######## pipeline_controller ########
pipeline_controller/metal_density.png
Scale bar: 20 µm. 14 x 14 tiles, from white (low) to dark blue (high), scaled to the fullest tile. Values are wire area over tile area, all layers added.
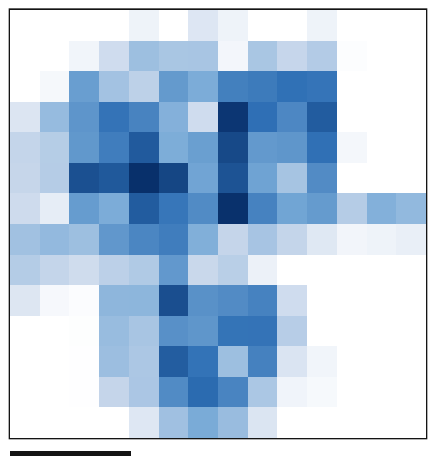
pipeline_controller/clk_routes.png
Scale bar: 20 µm.
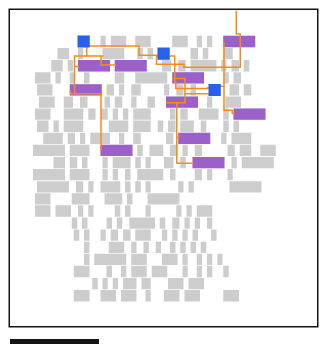
pipeline_controller/clocks.png
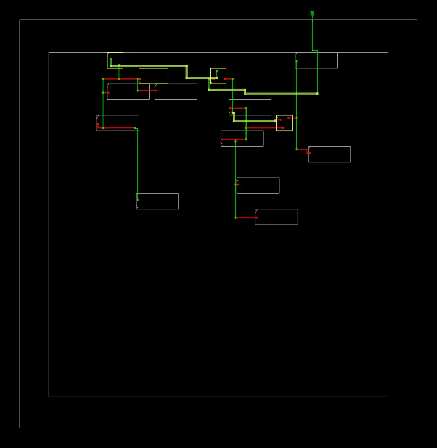
<file path="config.mk">
export PLATFORM = sky130hd
export DESIGN_NAME = pipeline_controller
export DESIGN_NICKNAME = d
export VERILOG_FILES = /design/src/rtl/pipeline_controller.sv
export SDC_FILE = /design/constraint.sdc
export NUM_CORES = 1
export LEC_CHECK = 0
export ABC_AREA = 1
export CELL_PAD_IN_SITES_DETAIL_PLACEMENT = 1
export CELL_PAD_IN_SITES_GLOBAL_PLACEMENT = 1
export CORE_AREA = 5 5 64 66
export DETAILED_ROUTE_END_ITERATION = 16
export DIE_AREA = 0 0 69 71
export PLACE_DENSITY = 0.93
export SLEW_MARGIN = 40
export SYNTH_ARGS = -nofsm -noshare
export SYNTH_HDL_FRONTEND = slang
export SYNTH_SLANG_ARGS = --single-unit
</file>
<file path="constraint.sdc">
create_clock -name clock -period 2.8 [get_ports clock]
set_clock_uncertainty 0.05 [all_clocks]
set_input_delay 0.56 -clock clock [delete_from_list [all_inputs] [get_ports clock]]
set_output_delay 0.56 -clock clock [all_outputs]
set_load 0.05 [all_outputs]
</file>
<file path="src/rtl/pipeline_controller.sv">
// ---------------------------------------------------------------------------
// pipeline_controller
//   Stall/flush sequencer for the five-stage pipeline. Drives the write-enable
//   and flush controls of the IF/ID, ID/EX, EX/MEM and MEM/WB registers and
//   selects the PC source. It handles load-use hazards, multi-cycle memory/IO
//   accesses, divider busy periods, taken branches, exceptions and eret.
//   State updates on the rising clock edge, so the control outputs are stable
//   before the pipeline registers latch on the falling edge.
//
// Ports:
//   clock, reset                 clock, synchronous active-low reset
//   id_rs/rt_address, id_uses_rt source registers of the instruction in ID
//   ex_memory_read, ex_write_back_address  load in EX and its destination
//   div_start, div_done          divide in EX / divider result valid
//   mem_access                   MEM-stage instruction touches memory or IO
//   branch_taken, exception, eret  control-flow events resolved in MEM
//   pc_write, *_write, *_flush   pipeline register controls
//   pc_select                    0 PC+4, 1 branch target, 2 exc vector, 3 EPC
//   state                        0 RUN, 1 MEM_WAIT, 2 DIV_WAIT, 3 EXC_FLUSH
//   div_timeout                  sticky divider-timeout flag (cleared by reset)
// ---------------------------------------------------------------------------
module pipeline_controller #(
    parameter int MEM_WAIT_CYCLES = 2,
    parameter int DIV_TIMEOUT     = 40
) (
    input  logic       clock,
    input  logic       reset,
    input  logic [4:0] id_rs_address,
    input  logic [4:0] id_rt_address,
    input  logic       id_uses_rt,
    input  logic       ex_memory_read,
    input  logic [4:0] ex_write_back_address,
    input  logic       div_start,
    input  logic       div_done,
    input  logic       mem_access,
    input  logic       branch_taken,
    input  logic       exception,
    input  logic       eret,
    output logic       pc_write,
    output logic       if_id_write,
    output logic       id_ex_write,
    output logic       ex_mem_write,
    output logic       mem_wb_write,
    output logic       if_id_flush,
    output logic       id_ex_flush,
    output logic       ex_mem_flush,
    output logic       mem_wb_flush,
    output logic [1:0] pc_select,
    output logic [1:0] state,
    output logic       div_timeout
);

    typedef enum logic [1:0] {
        RUN       = 2'd0,
        MEM_WAIT  = 2'd1,
        DIV_WAIT  = 2'd2,
        EXC_FLUSH = 2'd3
    } state_t;

    // The trigger cycle is the first stall cycle, so MEM_WAIT only has to
    // count the remaining MEM_WAIT_CYCLES-1 cycles (counter runs down to 0).
    localparam int WAIT_W = (MEM_WAIT_CYCLES > 2) ? $clog2(MEM_WAIT_CYCLES - 1) : 1;
    localparam logic [WAIT_W-1:0] WAIT_INIT =
        (MEM_WAIT_CYCLES >= 2) ? WAIT_W'(MEM_WAIT_CYCLES - 2) : '0;

    state_t            state_q, state_d;
    logic [WAIT_W-1:0] wait_cnt_q, wait_cnt_d;
    logic [5:0]        div_cnt_q, div_cnt_d;
    logic              mem_done_q, mem_done_d;
    logic              div_timeout_q, div_timeout_d;
    logic              load_use;

    always_ff @(posedge clock) begin
        if (!reset) begin
            state_q       <= RUN;
            wait_cnt_q    <= '0;
            div_cnt_q     <= '0;
            mem_done_q    <= 1'b0;
            div_timeout_q <= 1'b0;
        end else begin
            state_q       <= state_d;
            wait_cnt_q    <= wait_cnt_d;
            div_cnt_q     <= div_cnt_d;
            mem_done_q    <= mem_done_d;
            div_timeout_q <= div_timeout_d;
        end
    end

    // Register $0 is hard-wired, so a load targeting it never creates a hazard.
    assign load_use = ex_memory_read && (ex_write_back_address != 5'd0) &&
                      ((ex_write_back_address == id_rs_address) ||
                       (id_uses_rt && (ex_write_back_address == id_rt_address)));

    always_comb begin
        pc_write      = 1'b1;
        if_id_write   = 1'b1;
        id_ex_write   = 1'b1;
        ex_mem_write  = 1'b1;
        mem_wb_write  = 1'b1;
        if_id_flush   = 1'b0;
        id_ex_flush   = 1'b0;
        ex_mem_flush  = 1'b0;
        mem_wb_flush  = 1'b0;
        pc_select     = 2'd0;
        state_d       = state_q;
        wait_cnt_d    = wait_cnt_q;
        div_cnt_d     = div_cnt_q;
        mem_done_d    = 1'b0;    // mem_done lives for exactly one cycle
        div_timeout_d = div_timeout_q;

        if (!reset) begin
            pc_write     = 1'b0;
            if_id_write  = 1'b0;
            id_ex_write  = 1'b0;
            ex_mem_write = 1'b0;
            mem_wb_write = 1'b0;
            if_id_flush  = 1'b1;
            id_ex_flush  = 1'b1;
            ex_mem_flush = 1'b1;
            mem_wb_flush = 1'b1;
        end else if (exception) begin
            // Valid in every state: aborts any wait in progress.
            pc_select    = 2'd2;
            if_id_flush  = 1'b1;
            id_ex_flush  = 1'b1;
            ex_mem_flush = 1'b1;
            state_d      = EXC_FLUSH;
            wait_cnt_d   = '0;
            div_cnt_d    = '0;
        end else begin
            unique case (state_q)
                RUN: begin
                    if (eret || branch_taken) begin
                        pc_select    = eret ? 2'd3 : 2'd1;
                        if_id_flush  = 1'b1;
                        id_ex_flush  = 1'b1;
                        ex_mem_flush = 1'b1;
                    end else if (mem_access && !mem_done_q && (MEM_WAIT_CYCLES > 0)) begin
                        pc_write     = 1'b0;
                        if_id_write  = 1'b0;
                        id_ex_write  = 1'b0;
                        ex_mem_write = 1'b0;
                        mem_wb_flush = 1'b1;
                        if (MEM_WAIT_CYCLES == 1) begin
                            mem_done_d = 1'b1;
                        end else begin
                            state_d    = MEM_WAIT;
                            wait_cnt_d = WAIT_INIT;
                        end
                    end else if (div_start && !div_done) begin
                        pc_write     = 1'b0;
                        if_id_write  = 1'b0;
                        id_ex_write  = 1'b0;
                        ex_mem_flush = 1'b1;
                        state_d      = DIV_WAIT;
                        div_cnt_d    = 6'd1;
                    end else if (load_use) begin
                        pc_write    = 1'b0;
                        if_id_write = 1'b0;
                        id_ex_flush = 1'b1;
                    end
                end
                MEM_WAIT: begin
                    pc_write     = 1'b0;
                    if_id_write  = 1'b0;
                    id_ex_write  = 1'b0;
                    ex_mem_write = 1'b0;
                    mem_wb_flush = 1'b1;
                    if (wait_cnt_q == '0) begin
                        state_d    = RUN;
                        mem_done_d = 1'b1;
                    end else begin
                        wait_cnt_d = wait_cnt_q - 1'b1;
                    end
                end
                DIV_WAIT: begin
                    if (div_done) begin
                        state_d   = RUN;
                        div_cnt_d = '0;
                    end else begin
                        pc_write     = 1'b0;
                        if_id_write  = 1'b0;
                        id_ex_write  = 1'b0;
                        ex_mem_flush = 1'b1;
                        if (int'(div_cnt_q) >= DIV_TIMEOUT) begin
                            div_timeout_d = 1'b1;
                            state_d       = RUN;
                            div_cnt_d     = '0;
                        end else if (div_cnt_q != '1) begin
                            div_cnt_d = div_cnt_q + 6'd1;
                        end
                    end
                end
                EXC_FLUSH: begin
                    if_id_flush = 1'b1;
                    state_d     = RUN;
                end
                default: state_d = RUN;
            endcase
        end
    end

    assign state       = state_q;
    assign div_timeout = div_timeout_q;

endmodule
</file>
==> changes_impl.md <==
### Changed

* Run status: complete, no violations
* Power, Total at 627 µW
* Worst setup path endpoint: pc_write
* Number of cell instances after yosys synthesis at 167
* Data arrival time of the critical path at 2.01 ns
* Width of the chip at 69 µm
* Global Route met3 Usage at 3.98%
* Flops out of synthesis at 10
* Unrepaired setup endpoints after global routing: false
* Post-Synth Adder-Cell Area at 8.61%
* Initial antenna violation count at 0
* Stage-log warning count at 32
* DRC violation count after routing at 0
* Relative contribution of combinational cells to total power at 53.6%
* Reg-to-reg slack, setup at 1.09 ns
* Final setup violation count at 0
* IO Pins at 39
* Post-CTS setup buffer count at 0
* Final HPWL DP at 2.94 mm
* Pre-CTS setup slack at 0.110 ns
* Average cell area after synthesis at 6.09 µm²
* Worst flop-to-flop path startpoint: state[0]
* Top cells by count, synth: sky130_fd_sc_hd__nand2_1 (48), sky130_fd_sc_hd__inv_1 (27), sky130_fd_sc_hd__nor2_1 (17), sky130_fd_sc_hd__a21oi_1 (11), sky130_fd_sc_hd__dfxtp_1 (10)
* First-pass GRT wire length at 5.84 mm
* Core outline area at 0.00352 mm²
* Net switching share of the total power at 42.0%
* Post-route cell area at 0.00158 mm²
* Antenna-violating nets left at 0
* Share of the clock period used by the worst path after layout at 93.6%
* Synth Area in XOR/XNOR at 0.861%
* Total area of sequential cells at 200 µm²
* Clock root buffer: sky130_fd_sc_hd__clkbuf_4
* Crit Path Max Fanout at 3
* Slew headroom at 66.3%
* DR WL met3 at 132 µm
* Quantity of hold-fixing buffers added after cts at 0
* Min Clock Period, post-route at 2.62 ns
* Combinational fraction of the cell area at 43.6%
* Cell Count Post-Placement at 253
* Critical Path Max Stage Delay at 0.44 ns
* Synthesis Warnings at 0
* Syn_nets at 199
* Reg-to-reg endpoint: div_cnt_q[3]
* Sequential cell fraction of total power at 24.7%
* Number of logic gates at 121
* Commonest Layout Cell: sky130_fd_sc_hd__nand2_1
* Crit. End Element: output pin
* Critical Path Slowest Stage Cell: sky130_fd_sc_hd__clkdlybuf4s50_1
* Clock transition at the register clock pins on the worst setup and hold paths after CTS at 0.07 ns
* Gpl congestion at 0.849
* Top cell type by instance count after synthesis: sky130_fd_sc_hd__nand2_1
* Buf/Inv on CP at 4
* Post-layout net count at 242
* CTS tree: built
* Cell count after synthesis at 167
* Pint at 364 µW
* Required time of the worst setup path at 2.19 ns
* Sequential fraction of total cell area at 12.6%
* Vertical die size at 71 µm
* Maximum number of pins on one net before global-route repair at 10
* Simple logic cell fraction of the synthesized area at 42.2%
* Critical path startpoint: ex_write_back_address[3]
* Unique masters post-synth at 27
* Type of the worst setup path: input port to output pin
* Non-clock buffer total of the final layout at 40
About pipeline_controller/metal_density.png:
- fullest tile: 0.35
- nearly empty tiles: 33%
- emptiest ninth of the die: bottom right
- tiles over half the peak: 28%
- mean over tiles: 0.11
via count of the routed design: 1194
WL final: 3.37 mm
global routing usage summed across all routing layers: 14.5%
routed length per instance: 13.1 µm

About pipeline_controller/clk_routes.png:
- purple: flip-flops (count 10)
- orange: clock wires (length 176 µm)
- blue: clock drivers (count 3)
- routed clock nets: 4
clock network fraction of design power: 21.7%
total clock network power: 136 µW

About pipeline_controller/clocks.png:
number of clock sinks seen by CTS: 10
clkbuf count: 4
clock buffers created by TritonCTS: 3
flip-flop and latch count: 10
clk latency late pin: 0.27 ns

==> power by group through the flow <==
stage          Combinational, mW  Sequential, mW  Clock [mW]
2_1_floorplan              0.179           0.172           0
3_3_place_gp               0.326           0.158           0
3_5_place_dp               0.335           0.159           0
4_1_cts                    0.337           0.155       0.141
5_1_grt                    0.362           0.156       0.149
6_report                   0.336           0.155       0.136
==> sequential cells by signal, indices dropped and copies added (netlist names) <==
register / cells
div_cnt_q: 6
state: 2
div_timeout: 1
mem_done_q: 1

######## vga_timing_gen ########
[config.mk]
export PLATFORM = sky130hd
export DESIGN_NAME = vga_timing_gen
export DESIGN_NICKNAME = d
export VERILOG_FILES = /design/src/rtl/vga_timing_pkg.sv /design/src/rtl/sync_counter.sv /design/src/rtl/vga_timing_gen.sv
export SDC_FILE = /design/constraint.sdc
export NUM_CORES = 1
export LEC_CHECK = 0
export CAP_MARGIN = 15
export CORE_ASPECT_RATIO = 0.6
export CORE_MARGIN = 3
export CORE_UTILIZATION = 40
export CTS_CLUSTER_DIAMETER = 30
export DETAILED_ROUTE_END_ITERATION = 6
export PLACE_DENSITY = 0.77
export SLEW_MARGIN = 20
export SYNTH_ARGS = -nofsm -noshare
export SYNTH_HDL_FRONTEND = slang
export SYNTH_SLANG_ARGS = --single-unit
export TNS_END_PERCENT = 20
[constraint.sdc]
create_clock -name clk -period 2.6 [get_ports clk]
set_clock_uncertainty 0.2 [all_clocks]
set_input_delay 0.26 -clock clk [delete_from_list [all_inputs] [get_ports clk]]
set_output_delay 0.26 -clock clk [all_outputs]
set_load 0.02 [all_outputs]
[src/rtl/vga_timing_pkg.sv]
// Shared VGA timing constants (640x480@60 defaults) and counter types.
package vga_timing_pkg;

    localparam int CNT_W   = 10;
    localparam int FRAME_W = 8;

    typedef logic [CNT_W-1:0]   cnt_t;
    typedef logic [FRAME_W-1:0] frame_cnt_t;

    function automatic int axis_total(input int active, input int front,
                                      input int sync, input int back);
        return active + front + sync + back;
    endfunction

    localparam int DEF_H_ACTIVE = 640;
    localparam int DEF_H_FRONT  = 16;
    localparam int DEF_H_SYNC   = 96;
    localparam int DEF_H_BACK   = 48;
    localparam int DEF_V_ACTIVE = 480;
    localparam int DEF_V_FRONT  = 10;
    localparam int DEF_V_SYNC   = 2;
    localparam int DEF_V_BACK   = 33;

    localparam int DEF_H_TOTAL = axis_total(DEF_H_ACTIVE, DEF_H_FRONT, DEF_H_SYNC, DEF_H_BACK);
    localparam int DEF_V_TOTAL = axis_total(DEF_V_ACTIVE, DEF_V_FRONT, DEF_V_SYNC, DEF_V_BACK);

endpackage

[src/rtl/sync_counter.sv]
// One wrapping timing axis: counter plus registered active-low sync decode.
module sync_counter
    import vga_timing_pkg::*;
#(
    parameter int ACTIVE = DEF_H_ACTIVE,
    parameter int FRONT  = DEF_H_FRONT,
    parameter int SYNC   = DEF_H_SYNC,
    parameter int BACK   = DEF_H_BACK
) (
    input  logic             clk,
    input  logic             rst,
    input  logic             en,
    output logic [CNT_W-1:0] cnt,
    output logic             at_last,
    output logic             sync_n,
    output logic             active_nxt
);

    localparam int   TOTAL   = axis_total(ACTIVE, FRONT, SYNC, BACK);
    localparam cnt_t LAST    = CNT_W'(TOTAL - 1);
    localparam cnt_t SYNC_LO = CNT_W'(ACTIVE + FRONT);
    localparam cnt_t SYNC_HI = CNT_W'(ACTIVE + FRONT + SYNC - 1);
    localparam cnt_t ACT_END = CNT_W'(ACTIVE);

    cnt_t cnt_q, cnt_d;
    logic sync_n_q, sync_n_d;

    assign at_last = (cnt_q == LAST);

    // Decode from the next count so the sync flop lines up with the count flop.
    always_comb begin
        cnt_d = cnt_q;
        if (en) cnt_d = at_last ? '0 : cnt_q + CNT_W'(1);
        sync_n_d   = !((cnt_d >= SYNC_LO) && (cnt_d <= SYNC_HI));
        active_nxt = (cnt_d < ACT_END);
    end

    always_ff @(posedge clk or posedge rst) begin
        if (rst) begin
            cnt_q    <= LAST;
            sync_n_q <= 1'b1;
        end else begin
            cnt_q    <= cnt_d;
            sync_n_q <= sync_n_d;
        end
    end

    assign cnt    = cnt_q;
    assign sync_n = sync_n_q;

endmodule

[src/rtl/vga_timing_gen.sv]
// VGA raster timing: h/v counters, registered syncs, blanking and frame markers.
module vga_timing_gen
    import vga_timing_pkg::*;
#(
    parameter int H_ACTIVE = DEF_H_ACTIVE,
    parameter int H_FRONT  = DEF_H_FRONT,
    parameter int H_SYNC   = DEF_H_SYNC,
    parameter int H_BACK   = DEF_H_BACK,
    parameter int V_ACTIVE = DEF_V_ACTIVE,
    parameter int V_FRONT  = DEF_V_FRONT,
    parameter int V_SYNC   = DEF_V_SYNC,
    parameter int V_BACK   = DEF_V_BACK
) (
    input  logic               clk,
    input  logic               reset,
    input  logic               tick,
    output logic [CNT_W-1:0]   hpos,
    output logic [CNT_W-1:0]   vpos,
    output logic               hsync,
    output logic               vsync,
    output logic               display_on,
    output logic               line_start,
    output logic               frame_start,
    output logic [FRAME_W-1:0] frame_cnt
);

    logic h_last, v_last, h_act_nxt, v_act_nxt;

    logic       line_start_q, line_start_d;
    logic       frame_start_q, frame_start_d;
    logic       display_on_q, display_on_d;
    frame_cnt_t frame_cnt_q, frame_cnt_d;

    sync_counter #(
        .ACTIVE(H_ACTIVE), .FRONT(H_FRONT), .SYNC(H_SYNC), .BACK(H_BACK)
    ) u_h (
        .clk        (clk),
        .rst        (reset),
        .en         (tick),
        .cnt        (hpos),
        .at_last    (h_last),
        .sync_n     (hsync),
        .active_nxt (h_act_nxt)
    );

    sync_counter #(
        .ACTIVE(V_ACTIVE), .FRONT(V_FRONT), .SYNC(V_SYNC), .BACK(V_BACK)
    ) u_v (
        .clk        (clk),
        .rst        (reset),
        .en         (line_start_d),
        .cnt        (vpos),
        .at_last    (v_last),
        .sync_n     (vsync),
        .active_nxt (v_act_nxt)
    );

    // Reset parks both counters on their last value so the first tick lands on (0,0).
    always_comb begin
        line_start_d  = tick && h_last;
        frame_start_d = line_start_d && v_last;
        frame_cnt_d   = frame_cnt_q + FRAME_W'(frame_start_d);
        display_on_d  = h_act_nxt && v_act_nxt;
    end

    always_ff @(posedge clk or posedge reset) begin
        if (reset) begin
            line_start_q  <= 1'b0;
            frame_start_q <= 1'b0;
            display_on_q  <= 1'b0;
            frame_cnt_q   <= '0;
        end else begin
            line_start_q  <= line_start_d;
            frame_start_q <= frame_start_d;
            display_on_q  <= display_on_d;
            frame_cnt_q   <= frame_cnt_d;
        end
    end

    assign line_start  = line_start_q;
    assign frame_start = frame_start_q;
    assign display_on  = display_on_q;
    assign frame_cnt   = frame_cnt_q;

endmodule

vga_timing_gen/clocks.png
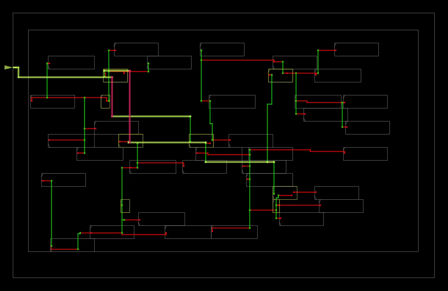
clock buffers created by TritonCTS: 5
flip-flop and latch count: 33
total clock network power: 376 µW
number of clock sinks seen by CTS: 33
clk latency late pin: 0.28 ns

==> changes_impl.md <==
### Changed

* Average cell area after synthesis at 10.4 µm²
* Type of the worst setup path: register to register
* Via count of the first global-routing pass at 1296
* Die Size at 0.00486 mm²
* Top cell type by instance count after synthesis: sky130_fd_sc_hd__dfrtp_1
* Unique masters post-synth at 38
* Top class by area: registers
* Non-clock buffer total of the final layout at 50
* Min Clock Period, post-route at 2.51 ns
* Global routing usage summed across all routing layers at 17.6%
* Largest voltage drop on the vdd net at 0.336 mV
* Syn_nets at 164
* Post-CTS setup buffer count at 0
* First-pass DRT Iterations at 4
* Run status: complete, no violations
* Initial antenna violation count at 0
* Highest signal layer in the routed design: met4
* First-pass GRT wire length at 6.58 mm
* Area added between synthesis and finish at 39.6%
* Most instantiated flip-flop cell in the synthesis netlist: sky130_fd_sc_hd__dfrtp_1
* Final count of pins violating max slew at 0
* Synthesis Warnings at 0
* Buf/Inv on CP at 1
* Clock transition at the register clock pins on the worst setup and hold paths after CTS at 0.07 ns
* PD cells at 591 mW/mm²
* Critical Path Slowest Stage Cell: sky130_fd_sc_hd__or4_1
* Synth mux share at 2.48%
* Crit. End Element: register
* Post-route cell area at 0.00225 mm²
* Data arrival time of the critical path at 2.49 ns
* Placement Cell Area at 0.00212 mm²
* Final HPWL DP at 2.94 mm
cells by family after synthesis:
group / count (synthesis)
buffers and inverters: 17
XOR/XNOR: 16
AND/OR/NAND/NOR: 62
AND-OR/OR-AND: 19
multiplexers: 4
flip-flops: 33
adder cells (fa/ha/maj): 5
power breakdown:
part / total, mW / internal [mW] / switching (mW)
Clock: 0.376 / 0.185 / 0.190
Combinational: 0.326 / 0.157 / 0.169
Sequential: 0.631 / 0.577 / 0.0540
Total: 1.33 / 0.920 / 0.413

######## os_frame_ctrl ########
os_frame_ctrl/metal_density.png
Scale bar: 20 µm. 17 x 11 tiles, from white (low) to dark blue (high), scaled to the fullest tile. Values are wire area over tile area, all layers added.
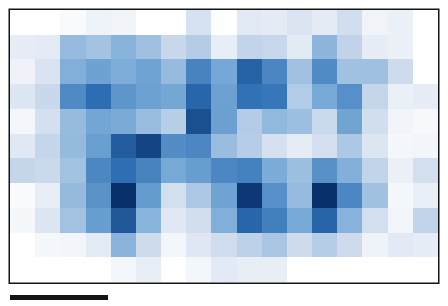
## src/rtl/os_frame_ctrl.sv

```systemverilog
// Frame sequencer between the sample source, overlap_save and the FFT engine.
// Optional FFT watchdog enabled by defining OS_CTRL_TIMEOUT_EN.
module os_frame_ctrl #(
   parameter int N_FFT     = 32,
   parameter int N_OVERLAP = 16,
   parameter int NB_FRAME  = 16,
   parameter int NB_OVR    = 8,
   parameter int TIMEOUT   = 256
) (
   input  logic                i_clk,
   input  logic                i_rst,
   input  logic                i_start,
   input  logic                i_stop,
   input  logic                i_valid,
   input  logic                i_os_valid,
   input  logic                i_fft_ready,
   input  logic                i_fft_done,
   output logic                o_os_valid,
   output logic                o_os_enable,
   output logic                o_os_clear,
   output logic                o_fft_start,
   output logic                o_busy,
   output logic [2:0]          o_state,
   output logic [NB_FRAME-1:0] o_frame_cnt,
   output logic [NB_OVR-1:0]   o_ovr_cnt,
   output logic                o_overrun,
   output logic                o_timeout
);

   localparam int NB_CNT = (N_FFT > 1) ? $clog2(N_FFT) : 1;

   typedef enum logic [2:0] {
      IDLE  = 3'd0,
      PRIME = 3'd1,
      RUN   = 3'd2,
      BUSY  = 3'd3,
      DRAIN = 3'd4
   } state_t;

   if (N_OVERLAP <= 0 || N_OVERLAP >= N_FFT || TIMEOUT < 1) begin : g_bad_params
      $error("os_frame_ctrl: need 0 < N_OVERLAP < N_FFT and TIMEOUT >= 1");
   end

   state_t              state_reg, state_next;
   logic [NB_CNT-1:0]   cnt_reg, cnt_next;
   logic                enable_reg;
   logic                clear_reg, clear_next;
   logic                start_reg, start_next;
   logic [NB_FRAME-1:0] frame_reg, frame_next;
   logic [NB_OVR-1:0]   ovr_reg, ovr_next;
   logic                overrun_reg, overrun_next;
   logic                accept;
   logic                drop;
   logic                wd_expired;

`ifdef OS_CTRL_TIMEOUT_EN
   localparam int WD_W = $clog2(TIMEOUT + 1);
   logic [WD_W-1:0] wd_reg;
   logic            timeout_reg, timeout_next;

   assign wd_expired = (wd_reg == WD_W'(TIMEOUT - 1));

   // Restart the watchdog whenever a new FFT job begins or BUSY/DRAIN is entered.
   always_ff @(posedge i_clk) begin
      if (i_rst) begin
         wd_reg      <= '0;
         timeout_reg <= 1'b0;
      end else begin
         timeout_reg <= timeout_next;
         if ((state_next == BUSY || state_next == DRAIN) &&
             (state_next != state_reg || start_next))
            wd_reg <= '0;
         else if (state_reg == BUSY || state_reg == DRAIN)
            wd_reg <= wd_reg + 1'b1;
      end
   end

   assign o_timeout = timeout_reg;
`else
   assign wd_expired = 1'b0;
   assign o_timeout  = 1'b0;
`endif

   assign accept = i_valid & enable_reg;

   always_comb begin
      state_next   = state_reg;
      cnt_next     = cnt_reg;
      clear_next   = 1'b0;
      start_next   = 1'b0;
      frame_next   = frame_reg;
      ovr_next     = ovr_reg;
      overrun_next = overrun_reg;
      drop         = 1'b0;
`ifdef OS_CTRL_TIMEOUT_EN
      timeout_next = timeout_reg;
`endif
      case (state_reg)
         IDLE: begin
            if (i_start) begin
               state_next   = PRIME;
               clear_next   = 1'b1;
               cnt_next     = '0;
               frame_next   = '0;
               ovr_next     = '0;
               overrun_next = 1'b0;
`ifdef OS_CTRL_TIMEOUT_EN
               timeout_next = 1'b0;
`endif
            end
         end
         PRIME: begin
            if (i_stop)
               state_next = IDLE;
            else if (accept) begin
               if (cnt_reg == NB_CNT'(N_FFT - 1)) begin
                  state_next = RUN;
                  cnt_next   = '0;
               end else
                  cnt_next = cnt_reg + 1'b1;
            end
         end
         RUN: begin
            if (i_stop)
               state_next = IDLE;
            else if (i_os_valid) begin
               if (i_fft_ready) begin
                  start_next = 1'b1;
                  frame_next = frame_reg + 1'b1;
                  state_next = BUSY;
               end else
                  drop = 1'b1;
            end
         end
         BUSY: begin
            if (i_stop)
               state_next = i_fft_done ? IDLE : DRAIN;
            else if (i_fft_done) begin
               // A frame landing on the done cycle is a normal RUN arrival.
               state_next = RUN;
               if (i_os_valid) begin
                  if (i_fft_ready) begin
                     start_next = 1'b1;
                     frame_next = frame_reg + 1'b1;
                     state_next = BUSY;
                  end else
                     drop = 1'b1;
               end
            end else begin
               drop = i_os_valid;
               if (wd_expired) begin
                  state_next = RUN;
`ifdef OS_CTRL_TIMEOUT_EN
                  timeout_next = 1'b1;
`endif
               end
            end
         end
         DRAIN: begin
            if (i_fft_done)
               state_next = IDLE;
            else if (wd_expired) begin
               state_next = IDLE;
`ifdef OS_CTRL_TIMEOUT_EN
               timeout_next = 1'b1;
`endif
            end
         end
         default: state_next = IDLE;
      endcase

      if (drop) begin
         overrun_next = 1'b1;
         if (ovr_reg != {NB_OVR{1'b1}})
            ovr_next = ovr_reg + 1'b1;
      end
   end

   always_ff @(posedge i_clk) begin
      if (i_rst) begin
         state_reg   <= IDLE;
         cnt_reg     <= '0;
         enable_reg  <= 1'b0;
         clear_reg   <= 1'b0;
         start_reg   <= 1'b0;
         frame_reg   <= '0;
         ovr_reg     <= '0;
         overrun_reg <= 1'b0;
      end else begin
         state_reg   <= state_next;
         cnt_reg     <= cnt_next;
         // Enable follows the next state so it drops as soon as DRAIN or IDLE is entered.
         enable_reg  <= (state_next == PRIME) || (state_next == RUN) || (state_next == BUSY);
         clear_reg   <= clear_next;
         start_reg   <= start_next;
         frame_reg   <= frame_next;
         ovr_reg     <= ovr_next;
         overrun_reg <= overrun_next;
      end
   end

   assign o_os_valid  = i_valid & enable_reg;
   assign o_os_enable = enable_reg;
   assign o_os_clear  = clear_reg;
   assign o_fft_start = start_reg;
   assign o_busy      = (state_reg != IDLE);
   assign o_state     = state_reg;
   assign o_frame_cnt = frame_reg;
   assign o_ovr_cnt   = ovr_reg;
   assign o_overrun   = overrun_reg;

endmodule

```

## config.mk

```make
export PLATFORM = sky130hd
export DESIGN_NAME = os_frame_ctrl
export DESIGN_NICKNAME = d
export VERILOG_FILES = /design/src/rtl/os_frame_ctrl.sv
export SDC_FILE = /design/constraint.sdc
export NUM_CORES = 1
export LEC_CHECK = 0
export ABC_AREA = 0
export CORE_ASPECT_RATIO = 0.6
export CORE_MARGIN = 4
export CORE_UTILIZATION = 50
export CTS_CLUSTER_DIAMETER = 150
export DETAILED_ROUTE_END_ITERATION = 10
export GPL_TIMING_DRIVEN = 0
export MAX_ROUTING_LAYER = met4
export PLACE_DENSITY = 0.76
export SYNTH_ARGS = -nofsm -noshare
export SYNTH_HDL_FRONTEND = slang
export SYNTH_SLANG_ARGS = --single-unit
```

## constraint.sdc

```tcl
create_clock -name i_clk -period 5.5 [get_ports i_clk]
set_clock_uncertainty 0.05 [all_clocks]
set_input_delay 1.1 -clock i_clk [delete_from_list [all_inputs] [get_ports i_clk]]
set_output_delay 1.1 -clock i_clk [all_outputs]
set_load 0.02 [all_outputs]
```

==> changes_impl.md <==
### Changed

* Share of the core filled by cells before placement at 51.8%
* Synthesis Warnings at 0
* Required time of the worst setup path at 4.35 ns
* Cell Count Post-Placement at 308
* Number of logic gates at 169
* Non-clock buffer total of the final layout at 50
* Final HPWL DP at 3.54 mm
* Run status: complete, no violations
* Vertical die size at 55.7 µm
* Top class by area: multi-input combinational cells
* Placement Cell Area at 0.00235 mm²
* Relative contribution of combinational cells to total power at 10.5%
* Unrepaired setup endpoints after global routing: false
* Number of buffers inserted by port buffering at 40
* Syn_nets at 233
* Count of inverters not on the clock network in the layout at 6
* Final-layout non-clock buffer area share at 18.2%
* Post-CTS setup buffer count at 0
* Largest voltage drop on the vdd net at 0.138 mV
* Area of the mapped netlist at 0.00189 mm²
* Post-route cell area at 0.00245 mm²
* Stage-log warning count at 26
* Final-report hold violation count at 0
* Crit Path Max Fanout at 5
* Fraction of the mapped netlist area in compound gates at 26.9%
* Utilization of the core after routing at 66.9%
* Flip-flop and latch count at 36
* Sum Neg Setup Slack at 0 ns
* Clock root buffer: sky130_fd_sc_hd__clkbuf_8
* Final setup violation count at 0
* Area added between synthesis and finish at 29.1%
* Slew headroom at 39.1%
* Total clock network power at 198 µW
* Pre-CTS setup slack at 1.87 ns
* Net switching power at 134 µW
* Synthesis area per yosys at 0.00189 mm²
* Most instantiated flip-flop cell in the synthesis netlist: sky130_fd_sc_hd__dfxtp_1
* Data arrival time of the critical path at 2.49 ns
* Pint at 385 µW
* Number of DRC markers in iteration 0 at 104
* Top cells by count, synth: sky130_fd_sc_hd__dfxtp_1 (36), sky130_fd_sc_hd__a21oi_1 (27), sky130_fd_sc_hd__nand2_1 (11), sky130_fd_sc_hd__nor2_1 (11), sky130_fd_sc_hd__o21ai_0 (11)
* DRC violation count after routing at 0
* Share of the clock period used by the worst path after layout at 66.2%
* Largest family of logic cells by area: simple AND/OR/NAND/NOR gates
* Synth mux share at 1.12%
* Maximum number of pins on one net before global-route repair at 12
* Clkbuf count at 6
* Clock network fraction of design power at 38.2%
* Row count at 17
Notes on os_frame_ctrl/metal_density.png above:
- mean over tiles: 0.15
- fullest tile: 0.48
- densest ninth of the die: middle
routed length per instance: 15.1 µm
via count of the routed design: 1916
WL final: 4.78 mm
global routing usage summed across all routing layers: 21.4%

## critical path: stages
cell                              delay, ns
sky130_fd_sc_hd__clkdlybuf4s50_1       0.49
sky130_fd_sc_hd__nand2_1               0.12
sky130_fd_sc_hd__inv_1                 0.15
sky130_fd_sc_hd__clkdlybuf4s50_1       0.63
## routing by layer
metal  wire [µm]  vias up  GRT usage (%)
li1            -      960              -
met1        2620      909           32.9
met2        1950       45           28.2
met3         191        2           4.88
met4          22        0           3.94
met5           0        -              -


==> screenshots <==
Met3 routing.
panel A
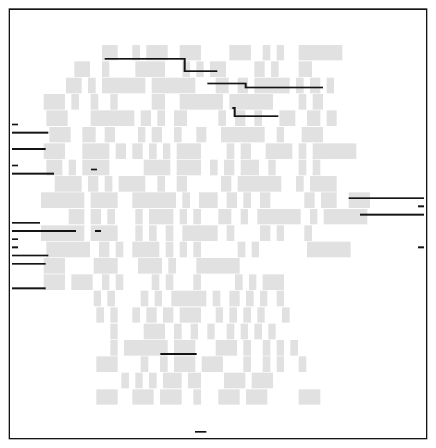
panel B
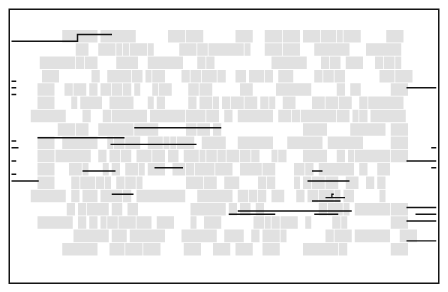
panel C
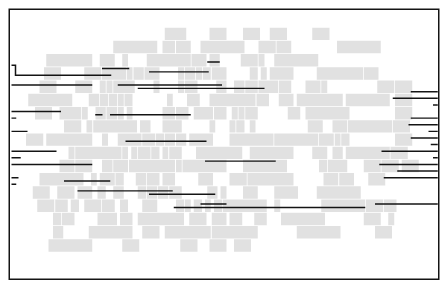
| picture | from |
|---|---|
| panel A | pipeline_controller |
| panel B | os_frame_ctrl |
| panel C | vga_timing_gen |

Power is estimated from default activity; no workload was simulated.
